=== block 1 ===
block_1/met1.png
Scale: 3 px per µm.
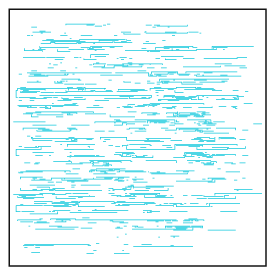

[src/rtl/cache_pkg.sv]
// Shared definitions for the direct-mapped write-through cache controller:
// FSM state encoding and default geometry.
package cache_pkg;

    localparam int DEF_INDEX      = 3;
    localparam int DEF_CACHESIZE  = 8;
    localparam int DEF_MEMORYBITS = 5;
    localparam int DEF_DATAWIDTH  = 8;

    typedef enum logic [2:0] {
        IDLE,
        LOOKUP,
        COMPARE,
        REFILL,
        FILL,
        WRITE_MEM,
        RESPOND
    } state_t;

endpackage

[src/rtl/cache_valid_bits.sv]
// Per-line valid flags with single-cycle flush; set on line fill, read
// combinationally by index.
module cache_valid_bits #(
    parameter int INDEX     = 3,
    parameter int CACHESIZE = 8
) (
    input  logic             clk,
    input  logic             reset_n,
    input  logic             flush,
    input  logic             set_en,
    input  logic [INDEX-1:0] set_idx,
    input  logic [INDEX-1:0] rd_idx,
    output logic             valid
);

    logic [CACHESIZE-1:0] valid_q;

    // NOTE: unlike data/tag storage, this array must be reset, since a stale valid bit would turn garbage RAM contents into a hit.
    always_ff @(posedge clk or negedge reset_n) begin
        if (!reset_n) begin
            valid_q <= '0;
        end else if (flush) begin
            valid_q <= '0;
        end else if (set_en) begin
            valid_q[set_idx] <= 1'b1;
        end
    end

    assign valid = valid_q[rd_idx];

endmodule

[src/rtl/cache_controller.sv]
// Direct-mapped, write-through, no-write-allocate cache controller driving
// external tag/data RAMs. Define CACHE_STATS_EN to add read hit/miss counters.
module cache_controller
    import cache_pkg::*;
#(
    parameter int INDEX      = DEF_INDEX,
    parameter int CACHESIZE  = DEF_CACHESIZE,
    parameter int MEMORYBITS = DEF_MEMORYBITS,
    parameter int DATAWIDTH  = DEF_DATAWIDTH
) (
    input  logic                        clk,
    input  logic                        reset_n,
    input  logic                        cpu_req,
    input  logic                        cpu_we,
    input  logic [MEMORYBITS-1:0]       cpu_addr,
    input  logic [DATAWIDTH-1:0]        cpu_wdata,
    input  logic                        cache_flush,
    output logic                        cpu_done,
    output logic                        cpu_hit,
    output logic [DATAWIDTH-1:0]        cpu_rdata,
    output logic [INDEX-1:0]            tag_addr,
    output logic [MEMORYBITS-INDEX-1:0] tag_in,
    output logic                        tag_re,
    output logic                        tag_we,
    input  logic [MEMORYBITS-INDEX-1:0] tag_out,
    output logic                        data_we,
    output logic [DATAWIDTH-1:0]        data_wdata,
    input  logic [DATAWIDTH-1:0]        data_rdata,
    output logic                        mem_req,
    output logic                        mem_we,
    output logic [MEMORYBITS-1:0]       mem_addr,
    output logic [DATAWIDTH-1:0]        mem_wdata,
    input  logic                        mem_ack,
    input  logic [DATAWIDTH-1:0]        mem_rdata
`ifdef CACHE_STATS_EN
    ,
    output logic [15:0]                 hit_count,
    output logic [15:0]                 miss_count
`endif
);

    state_t                      state, next_state;
    logic [MEMORYBITS-1:0]       addr_q;
    logic                        we_q;
    logic [DATAWIDTH-1:0]        wdata_q;
    logic                        hit_q;
    logic [DATAWIDTH-1:0]        rdata_q;
    logic                        line_valid;
    logic                        lookup_hit;
    logic                        accept;
    logic                        flush;

    wire [INDEX-1:0]            idx = addr_q[INDEX-1:0];
    wire [MEMORYBITS-INDEX-1:0] tag = addr_q[MEMORYBITS-1:INDEX];

    assign flush      = (state == IDLE) && cache_flush;
    assign accept     = (state == IDLE) && !cache_flush && cpu_req;
    assign lookup_hit = line_valid && (tag_out == tag);

    cache_valid_bits #(
        .INDEX     (INDEX),
        .CACHESIZE (CACHESIZE)
    ) u_valid_bits (
        .clk     (clk),
        .reset_n (reset_n),
        .flush   (flush),
        .set_en  (state == FILL),
        .set_idx (idx),
        .rd_idx  (idx),
        .valid   (line_valid)
    );

    // NOTE: sequential state uses non-blocking assignments so every register samples pre-edge values regardless of statement order.
    always_ff @(posedge clk or negedge reset_n) begin
        if (!reset_n) begin
            state   <= IDLE;
            addr_q  <= '0;
            we_q    <= 1'b0;
            wdata_q <= '0;
            hit_q   <= 1'b0;
            rdata_q <= '0;
        end else begin
            state <= next_state;
            if (accept) begin
                addr_q  <= cpu_addr;
                we_q    <= cpu_we;
                wdata_q <= cpu_wdata;
            end
            // rdata_q doubles as the refill buffer written into the data RAM in FILL.
            if (state == COMPARE) begin
                hit_q   <= lookup_hit;
                rdata_q <= data_rdata;
            end
            if (state == REFILL && mem_ack) begin
                rdata_q <= mem_rdata;
            end
        end
    end

    // NOTE: every output and next_state gets a default first so no path through the case can infer a latch.
    always_comb begin
        next_state = state;
        cpu_done   = 1'b0;
        cpu_hit    = 1'b0;
        cpu_rdata  = '0;
        tag_addr   = '0;
        tag_in     = '0;
        tag_re     = 1'b0;
        tag_we     = 1'b0;
        data_we    = 1'b0;
        data_wdata = '0;
        mem_req    = 1'b0;
        mem_we     = 1'b0;
        mem_addr   = '0;
        mem_wdata  = '0;
        case (state)
            IDLE: begin
                if (accept) next_state = LOOKUP;
            end
            LOOKUP: begin
                tag_addr   = idx;
                tag_re     = 1'b1;
                next_state = COMPARE;
            end
            COMPARE: begin
                tag_addr = idx;
                if (we_q) begin
                    if (lookup_hit) begin
                        data_we    = 1'b1;
                        data_wdata = wdata_q;
                    end
                    next_state = WRITE_MEM;
                end else begin
                    next_state = lookup_hit ? RESPOND : REFILL;
                end
            end
            REFILL: begin
                mem_req  = 1'b1;
                mem_addr = addr_q;
                if (mem_ack) next_state = FILL;
            end
            FILL: begin
                tag_addr   = idx;
                tag_we     = 1'b1;
                tag_in     = tag;
                data_we    = 1'b1;
                data_wdata = rdata_q;
                next_state = RESPOND;
            end
            WRITE_MEM: begin
                mem_req   = 1'b1;
                mem_we    = 1'b1;
                mem_addr  = addr_q;
                mem_wdata = wdata_q;
                if (mem_ack) next_state = RESPOND;
            end
            RESPOND: begin
                cpu_done   = 1'b1;
                cpu_hit    = hit_q;
                cpu_rdata  = rdata_q;
                next_state = IDLE;
            end
            default: next_state = IDLE;
        endcase
    end

`ifdef CACHE_STATS_EN
    wire read_lookup = (state == COMPARE) && !we_q;

    always_ff @(posedge clk or negedge reset_n) begin
        if (!reset_n) begin
            hit_count  <= '0;
            miss_count <= '0;
        end else if (read_lookup) begin
            if (lookup_hit && hit_count != 16'hFFFF)
                hit_count <= hit_count + 16'd1;
            if (!lookup_hit && miss_count != 16'hFFFF)
                miss_count <= miss_count + 16'd1;
        end
    end
`endif

endmodule
[config.mk]
export PLATFORM = sky130hd
export DESIGN_NAME = cache_controller
export DESIGN_NICKNAME = d
export VERILOG_FILES = /design/src/rtl/cache_pkg.sv /design/src/rtl/cache_valid_bits.sv /design/src/rtl/cache_controller.sv
export SDC_FILE = /design/constraint.sdc
export NUM_CORES = 1
export LEC_CHECK = 0
export CAP_MARGIN = 20
export CELL_PAD_IN_SITES_DETAIL_PLACEMENT = 1
export CELL_PAD_IN_SITES_GLOBAL_PLACEMENT = 1
export CORE_MARGIN = 2
export CORE_UTILIZATION = 29
export DETAILED_ROUTE_END_ITERATION = 6
export PLACE_DENSITY = 0.78
export REMOVE_ABC_BUFFERS = 1
export SLEW_MARGIN = 20
export SYNTH_ARGS = -nofsm -noshare
export SYNTH_HDL_FRONTEND = slang
export SYNTH_SLANG_ARGS = --single-unit
[constraint.sdc]
create_clock -name clk -period 1.6 [get_ports clk]
set_input_delay 0.24 -clock clk [delete_from_list [all_inputs] [get_ports clk]]
set_output_delay 0.24 -clock clk [all_outputs]
set_load 0.03 [all_outputs]
=== block 2 ===
`src/rtl/mpu_pkg.sv`:
```
// mpu_pkg: shared sequencer state encoding and widths for the MPU core
package mpu_pkg;
  localparam int PC_W_DEFAULT = 8;
  localparam int JMP_TGT_W = 4;
  typedef enum logic [1:0] {ST_RST, ST_RUN, ST_HALT, ST_STEP} state_t;
endpackage

```
`src/rtl/pc_next_logic.sv`:
```
// pc_next_logic: resolves the next program counter from jump controls and the zero flag
module pc_next_logic
  import mpu_pkg::*;
#(
  parameter int PC_W = PC_W_DEFAULT
) (
  input  logic [PC_W-1:0]      pc,
  input  logic                 jmp,
  input  logic                 jmp_nz,
  input  logic [JMP_TGT_W-1:0] ir_nibble,
  input  logic                 zero_flag,
  output logic [PC_W-1:0]      pc_next
);
  // jmp dominates jmp_nz; jumps stay within the current 16-word page
  always_comb pc_next = (jmp | (jmp_nz & ~zero_flag)) ? {pc[PC_W-1:JMP_TGT_W], ir_nibble} : pc + 1'b1;
endmodule

```
`src/rtl/program_sequencer.sv`:
```
// program_sequencer: program counter, run/halt/step/breakpoint control and core reset sequencing
module program_sequencer
  import mpu_pkg::*;
#(
  parameter int PC_W         = PC_W_DEFAULT,
  parameter int RESET_CYCLES = 2,
  parameter int CNT_W        = 16
) (
  input  logic                 clk,
  input  logic                 reset_n,
  input  logic                 jmp,
  input  logic                 jmp_nz,
  input  logic [JMP_TGT_W-1:0] ir_nibble,
  input  logic                 zero_flag,
  input  logic                 run_req,
  input  logic                 halt_req,
  input  logic                 step_req,
  input  logic                 bp_en,
  input  logic [PC_W-1:0]      bp_addr,
  output logic [PC_W-1:0]      pm_addr,
  output logic                 sync_reset,
  output logic                 core_en,
  output logic                 halted,
  output logic [CNT_W-1:0]     instr_cnt
);
  localparam int RC_W = $clog2(RESET_CYCLES + 1);
  state_t state, state_nx;
  logic [RC_W-1:0] rst_cnt;
  logic [PC_W-1:0] pc, pc_nx;
  logic bp_mask, bp_hit;
  assign pm_addr = pc;
  assign bp_hit = bp_en & ~bp_mask & (pc == bp_addr);
  pc_next_logic #(.PC_W(PC_W)) u_pc_next (
    .pc        (pc),
    .jmp       (jmp),
    .jmp_nz    (jmp_nz),
    .ir_nibble (ir_nibble),
    .zero_flag (zero_flag),
    .pc_next   (pc_nx)
  );
  // next state and core enable; a breakpoint hit blocks the enable in the same cycle
  always_comb begin
    state_nx = state;
    core_en  = 1'b0;
    case (state)
      ST_RST:  state_nx = (rst_cnt == RC_W'(RESET_CYCLES - 1)) ? ST_HALT : ST_RST;
      ST_HALT: state_nx = halt_req ? ST_HALT : run_req ? ST_RUN : step_req ? ST_STEP : ST_HALT;
      ST_STEP: begin
        core_en  = 1'b1;
        state_nx = ST_HALT;
      end
      ST_RUN: begin
        core_en  = ~bp_hit;
        state_nx = (bp_hit | halt_req) ? ST_HALT : ST_RUN;
      end
      default: state_nx = ST_RST;
    endcase
  end
  // state register with registered decodes so sync_reset and halted are glitch-free
  always_ff @(posedge clk or negedge reset_n) begin
    if (!reset_n) begin
      state      <= ST_RST;
      rst_cnt    <= '0;
      sync_reset <= 1'b1;
      halted     <= 1'b0;
      bp_mask    <= 1'b0;
    end else begin
      state      <= state_nx;
      rst_cnt    <= (state == ST_RST) ? rst_cnt + 1'b1 : rst_cnt;
      sync_reset <= (state_nx == ST_RST);
      halted     <= (state_nx == ST_HALT);
      bp_mask    <= (state == ST_HALT && state_nx == ST_RUN) ? 1'b1 : (state == ST_RUN) ? 1'b0 : bp_mask;
    end
  end
  // pc and retired count move only on enabled edges
  always_ff @(posedge clk or negedge reset_n) begin
    if (!reset_n) begin
      pc        <= '0;
      instr_cnt <= '0;
    end else if (core_en) begin
      pc        <= pc_nx;
      instr_cnt <= instr_cnt + 1'b1;
    end
  end
endmodule

```
`config.mk`:
```
export PLATFORM = sky130hd
export DESIGN_NAME = program_sequencer
export DESIGN_NICKNAME = d
export VERILOG_FILES = /design/src/rtl/mpu_pkg.sv /design/src/rtl/pc_next_logic.sv /design/src/rtl/program_sequencer.sv
export SDC_FILE = /design/constraint.sdc
export NUM_CORES = 1
export LEC_CHECK = 0
export CAP_MARGIN = 30
export CORE_UTILIZATION = 43
export CTS_CLUSTER_SIZE = 40
export DETAILED_ROUTE_END_ITERATION = 7
export PLACE_DENSITY = 0.76
export SLEW_MARGIN = 40
export SYNTH_ARGS = -nofsm -noshare
export SYNTH_HDL_FRONTEND = slang
export SYNTH_HIERARCHICAL = 1
export SYNTH_SLANG_ARGS = --single-unit
```
`constraint.sdc`:
```
create_clock -name clk -period 1.9 [get_ports clk]
set_input_delay 0.285 -clock clk [delete_from_list [all_inputs] [get_ports clk]]
set_output_delay 0.285 -clock clk [all_outputs]
set_load 0.05 [all_outputs]
```
=== block 3 ===
## src/rtl/button_queue.sv

```systemverilog
// -----------------------------------------------------------------------------
// button_queue
//
// Conditions four raw push-buttons for the LRU tracker. Each button is
// synchronised, debounced and edge-detected. Every debounced press becomes one
// event, and events are queued in arrival order. The oldest pending press is
// shown one-hot on p1..p4 until the consumer pops it with tick.
//
// Parameters
//   DEB_CYCLES : synchronised cycles an input must disagree with its stable
//                value before the stable value flips (>= 2)
//   DEPTH      : event FIFO depth, power of two (>= 2)
//
// Ports
//   clk      : system clock, all state on the rising edge
//   rst      : asynchronous active-low reset
//   b1..b4   : raw asynchronous buttons, active high
//   tick     : one-cycle consumer strobe, pops the head entry if non-empty
//   p1..p4   : one-hot head entry (all 0 when empty)
//   empty    : FIFO holds no entries
//   overflow : sticky, a press was discarded because the FIFO was full
// -----------------------------------------------------------------------------
module button_queue #(
    parameter int DEB_CYCLES = 500000,
    parameter int DEPTH      = 4
) (
    input  logic clk,
    input  logic rst,
    input  logic b1,
    input  logic b2,
    input  logic b3,
    input  logic b4,
    input  logic tick,
    output logic p1,
    output logic p2,
    output logic p3,
    output logic p4,
    output logic empty,
    output logic overflow
);

    localparam int CW   = $clog2(DEB_CYCLES);
    localparam int PW   = $clog2(DEPTH);
    localparam int CNTW = PW + 1;

    localparam logic [CW-1:0]   CNT_MAX   = CW'(DEB_CYCLES - 1);
    localparam logic [CNTW-1:0] FIFO_FULL = CNTW'(DEPTH);

    // ------------------------------------------------------------------
    // Two-flop synchroniser, bit 0 = button 1
    // ------------------------------------------------------------------
    logic [3:0] w_raw;
    logic [3:0] r_sync1;
    logic [3:0] r_sync2;

    assign w_raw = {b4, b3, b2, b1};

    always_ff @(posedge clk or negedge rst) begin
        if (!rst) begin
            r_sync1 <= '0;
            r_sync2 <= '0;
        end else begin
            r_sync1 <= w_raw;
            r_sync2 <= r_sync1;
        end
    end

    // ------------------------------------------------------------------
    // Per-button debounce: the stable value flips only after the
    // synchronised input has disagreed with it for DEB_CYCLES consecutive
    // cycles. Any agreement restarts the count, so short glitches vanish.
    // ------------------------------------------------------------------
    logic [3:0] w_stable;

    genvar gi;
    generate
        for (gi = 0; gi < 4; gi++) begin : g_deb
            logic [CW-1:0] r_cnt;
            logic          r_stable;

            always_ff @(posedge clk or negedge rst) begin
                if (!rst) begin
                    r_cnt    <= '0;
                    r_stable <= 1'b0;
                end else if (r_sync2[gi] == r_stable) begin
                    r_cnt <= '0;
                end else if (r_cnt == CNT_MAX) begin
                    r_stable <= r_sync2[gi];
                    r_cnt    <= '0;
                end else begin
                    r_cnt <= r_cnt + CW'(1);
                end
            end

            assign w_stable[gi] = r_stable;
        end
    endgenerate

    // ------------------------------------------------------------------
    // Press detection: rising edge of the stable value only
    // ------------------------------------------------------------------
    logic [3:0] r_stable_prev;
    logic [3:0] w_press;

    always_ff @(posedge clk or negedge rst) begin
        if (!rst) begin
            r_stable_prev <= '0;
        end else begin
            r_stable_prev <= w_stable;
        end
    end

    assign w_press = w_stable & ~r_stable_prev;

    // Simultaneous presses: button 1 wins, the rest are dropped silently.
    logic       w_push_valid;
    logic [1:0] w_push_code;

    always_comb begin
        w_push_valid = 1'b0;
        w_push_code  = 2'd0;
        for (int i = 3; i >= 0; i--) begin
            if (w_press[i]) begin
                w_push_valid = 1'b1;
                w_push_code  = 2'(i);
            end
        end
    end

    // ------------------------------------------------------------------
    // Event FIFO
    // ------------------------------------------------------------------
    logic [1:0]      r_mem [DEPTH];
    logic [PW-1:0]   r_rd_ptr;
    logic [PW-1:0]   r_wr_ptr;
    logic [CNTW-1:0] r_count;
    logic            r_overflow;

    logic w_empty;
    logic w_full;
    logic w_pop;
    logic w_push;

    assign w_empty = (r_count == '0);
    assign w_full  = (r_count == FIFO_FULL);
    assign w_pop   = tick & ~w_empty;
    // When full, a push only fits if the head leaves in the same cycle.
    assign w_push  = w_push_valid & (~w_full | w_pop);

    always_ff @(posedge clk or negedge rst) begin
        if (!rst) begin
            r_rd_ptr   <= '0;
            r_wr_ptr   <= '0;
            r_count    <= '0;
            r_overflow <= 1'b0;
        end else begin
            if (w_pop) begin
                r_rd_ptr <= r_rd_ptr + PW'(1);
            end
            if (w_push) begin
                r_wr_ptr <= r_wr_ptr + PW'(1);
            end
            case ({w_push, w_pop})
                2'b10:   r_count <= r_count + CNTW'(1);
                2'b01:   r_count <= r_count - CNTW'(1);
                default: r_count <= r_count;
            endcase
            if (w_push_valid && w_full && !tick) begin
                r_overflow <= 1'b1;
            end
        end
    end

    // Storage carries no reset; occupancy decides what is valid.
    always_ff @(posedge clk) begin
        if (w_push) begin
            r_mem[r_wr_ptr] <= w_push_code;
        end
    end

    // ------------------------------------------------------------------
    // Outputs, decoded from registered state only
    // ------------------------------------------------------------------
    logic [1:0] w_head;

    assign w_head   = r_mem[r_rd_ptr];
    assign p1       = ~w_empty & (w_head == 2'd0);
    assign p2       = ~w_empty & (w_head == 2'd1);
    assign p3       = ~w_empty & (w_head == 2'd2);
    assign p4       = ~w_empty & (w_head == 2'd3);
    assign empty    = w_empty;
    assign overflow = r_overflow;

endmodule

```

## config.mk

```make
export PLATFORM = sky130hd
export DESIGN_NAME = button_queue
export DESIGN_NICKNAME = d
export VERILOG_FILES = /design/src/rtl/button_queue.sv
export SDC_FILE = /design/constraint.sdc
export NUM_CORES = 1
export LEC_CHECK = 0
export CAP_MARGIN = 20
export CORE_MARGIN = 5
export CORE_UTILIZATION = 40
export DETAILED_ROUTE_END_ITERATION = 6
export GPL_ROUTABILITY_DRIVEN = 0
export GPL_TIMING_DRIVEN = 0
export PLACE_DENSITY_LB_ADDON = 0.3
export SYNTH_ARGS = -nofsm -noshare
export SYNTH_HDL_FRONTEND = slang
export SYNTH_SLANG_ARGS = --single-unit
```

## constraint.sdc

```tcl
create_clock -name clk -period 2.08 [get_ports clk]
set_input_delay 0.416 -clock clk [delete_from_list [all_inputs] [get_ports clk]]
set_output_delay 0.416 -clock clk [all_outputs]
set_load 0.01 [all_outputs]
```

block_1/gate_families.png
Scale: 3 px per µm.
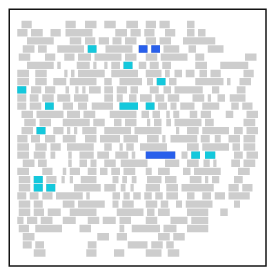
Blue shows XOR/XNOR gates, cells 3, most used xor2_1. Cyan shows AND-OR and OR-AND gates, cells 13, most used a22o_1.

## Picture notes: block_1/met1.png
The longest straight run is 37.3 µm. The wires run mostly horizontal. The layer carries 3050 µm of wire.
global-route met1 utilization: 0.255
total wirelength of the detailed-routed design: 7.76 mm
number of vias after detailed routing: 2049

==> out/qor.yml, block 1 <==
final_timing:
  layout_setup_ws_ns: -0.648
  timing.final.setup_violations: 55
  tns_ns: -14.89
run:
  drv.max_cap_violation_count: 0
yosys:
  yosys_warnings: 0
  most_common_cell: "sky130_fd_sc_hd__dfrtp_1"
  post_synthesis_share_of_cell_area_spent_on_and_or_and_or_and_gates: 0.150
  synth.avg_cell_area_um2: 10.0
layout:
  non_clock_buffer_area_share: 0.380
  final-clk-cell-share: 0.0374
  stdcell_count: 404
run_status:
  outcome: "complete, but fails checks"
  failed_checks: "negative setup slack"
global_route:
  antenna_violations_before_repair: 0
power:
  peakVddDrop_mv: 1.15
  sequentialPowerShare: 0.229
setup_path:
  worstPathCellList: "buf_6, mux2i_1, o32ai_2, o31a_1, buf_6, a22o_1, buf_6"
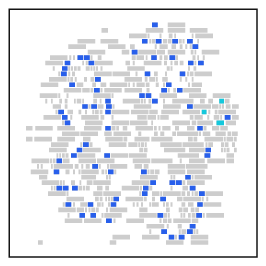
block_3/gate_families.png
Scale: 2 px per µm.
Blue shows XOR/XNOR gates, cells 78, most used xnor2_1. Cyan shows AND-OR and OR-AND gates, cells 3.

==> out/qor.yml, block 3 <==
run_status:
  outcome: "complete, but fails checks"
  failed_checks: "negative setup slack"
global_route:
  first_global_vias: 3474
  grt_util_met1: 0.167
  met3_usage: 0.0306
  grt.overflow.total: 0
  maximum_number_of_pins_on_one_net_before_global_route_repair: 62
  antenna_violations_before_repair: 0
  groute.usage.overall: 0.128
  grt_most_used_layer: "met2"
power:
  internal-power_w: 0.00345
  leakagePower_nw: 2.56
  fin_total_pwr_w: 0.00453
  pg_comb_w: 0.000581
  pwr_density_cell_nw_per_um2: 764
  power_frac_comb: 0.128
layout:
  final_layout_size_suffix_gt1_frac: 0.144
  design_area_um2: 5940
  antenna_cells: 0
  seq-cell-share: 0.462
  final.clkbuf_count: 11
  flip_flop_count_of_the_largest_register_after_layout: 76
  synthToLayoutAreaGrowth_pct: 16.1
  multi_input_combinational: 352
  final-clk-cell-share: 0.0493
  fill_cells: 1181
  flop-count: 108
  logic_area_um2: 2300
  post-route-util: 0.472
yosys:
  yosysSeqAreaShare: 0.536
  ys_top_cells_by_count: "101 x sky130_fd_sc_hd__nor2_1, 100 x sky130_fd_sc_hd__dfrtp_1, 41 x sky130_fd_sc_hd__xnor2_1"
  synth.avg_cell_area_um2: 10.5
  flop_cell: "sky130_fd_sc_hd__dfrtp_1"
  synthTopLogicFamily: "simple AND/OR/NAND/NOR gates"
  synth_area_um2: 5110
  synthCells: 487
  synth.distinct_cells: 46
  adder_and_majority_cell_fraction_of_the_synthesized_area: 0.0235
  yosys_warnings: 0
  post_synth_xor_area_fraction: 0.134
floorplanning:
  die_width_um: 123
  ioPinCount: 13
  n_tap_cell: 172
setup_path:
  r2r.worst_path.cells: 8
  critical_path_arrival_ns: 1.69
  cp-endpoint: "p1"
  setup.worst_path.start: "r_rd_ptr[0]"
  crit_fanout: 3
  regToRegSetupSlack_ns: 0.07
  worstPathCellList: "mux4_2, buf_6, nor3_2, buf_2"
  worst-setup-path-type: "reg2out"
  setup.worst_path.end_class: "primary output"
final_timing:
  timing.final.setup_violations: 1
  layout_setup_ws_ns: -0.0260
  min_period_ns: 2.11
  maxClockFrequency_ghz: 0.475
  timing.clock.skew_ns: 0.00455
  timing_hold_violations_final: 0
cts:
  cts_max_level: 3
  clkTransAtPathRegs_ns: 0.07
  cts_tree: "yes"
  clock_latency_ns: 0.34
  postCtsResizedCells: 22
  post_cts.repair.setup_buffers: 11
  holdBufCountCts: 0
route:
  wirelength_mm: 8.65
run:
  openroad.warnings: 31
block_2/zoom.png
Region (37, 37) to (62, 62) µm. Cells in gray, sequential cells in the stronger gray; small squares are vias.
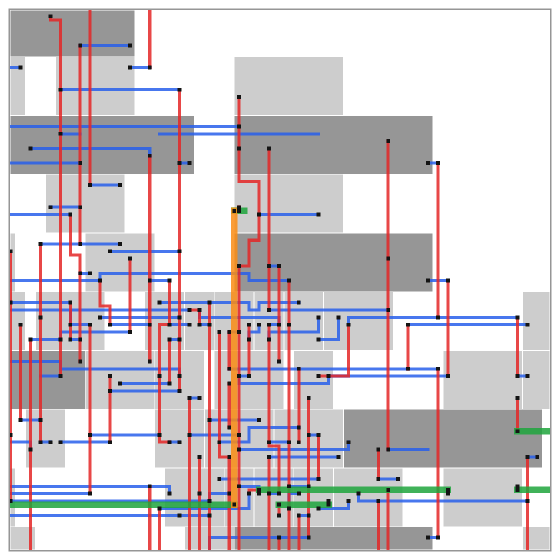
Orange shows met4. Green shows met3. Blue shows met1. Red shows met2.
Netlist names of flops here include instr_cnt (5). Sequential cells in the window: 5. Most frequent: xnor2_1 (5), dfrtp_1 (5), clkdlybuf4s50_1 (4). 33 logic cells have their middle in the window.

==> out/qor.yml, block 2 <==
layout:
  fill_cells: 294
  final.clkbuf_count: 8
  stdcell_count: 273
yosys:
  synth_area_um2: 1750
  synth.mux.area_fraction: 0.100
  adder_and_majority_cell_fraction_of_the_synthesized_area: 0.0215
run_status:
  failed_checks: "negative setup slack"
  outcome: "complete, but fails checks"
power:
  net-switching-power_w: 0.00147
cts:
  holdBufCountCts: 0
  ctsLongestPathBuffers: 2
global_route:
  maximum_number_of_pins_on_one_net_before_global_route_repair: 32
final_timing:
  layout_setup_ws_ns: -0.182
  timing.final.setup_violations: 10
setup_path:
  worstReg2RegStart: "pm_addr[3]"
floorplanning:
  n_tap_cell: 48


==> notes/layouts.md <==
Pictures saved along the way, in no particular order.

Congestion heat map.
(a)
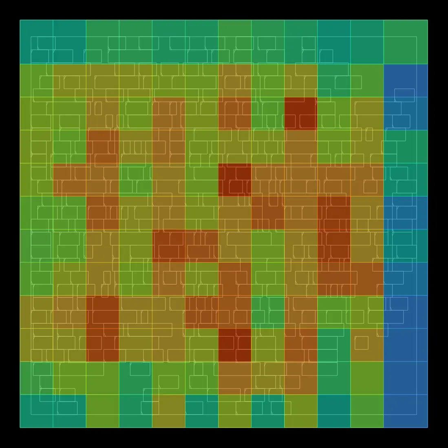
(b)
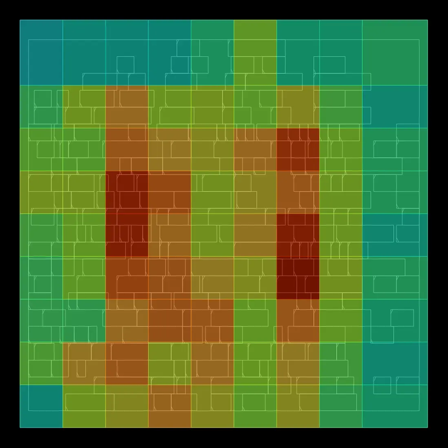
(c)
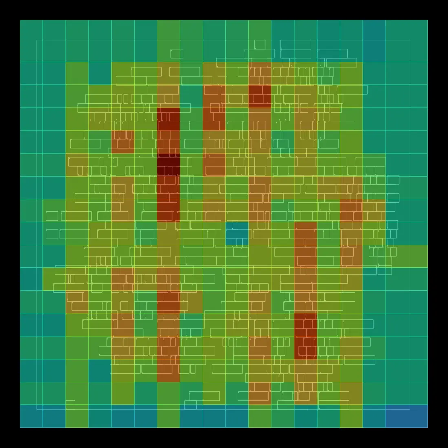
block 1 -> (a)
block 2 -> (b)
block 3 -> (c)

Power is estimated from default activity; no workload was simulated.
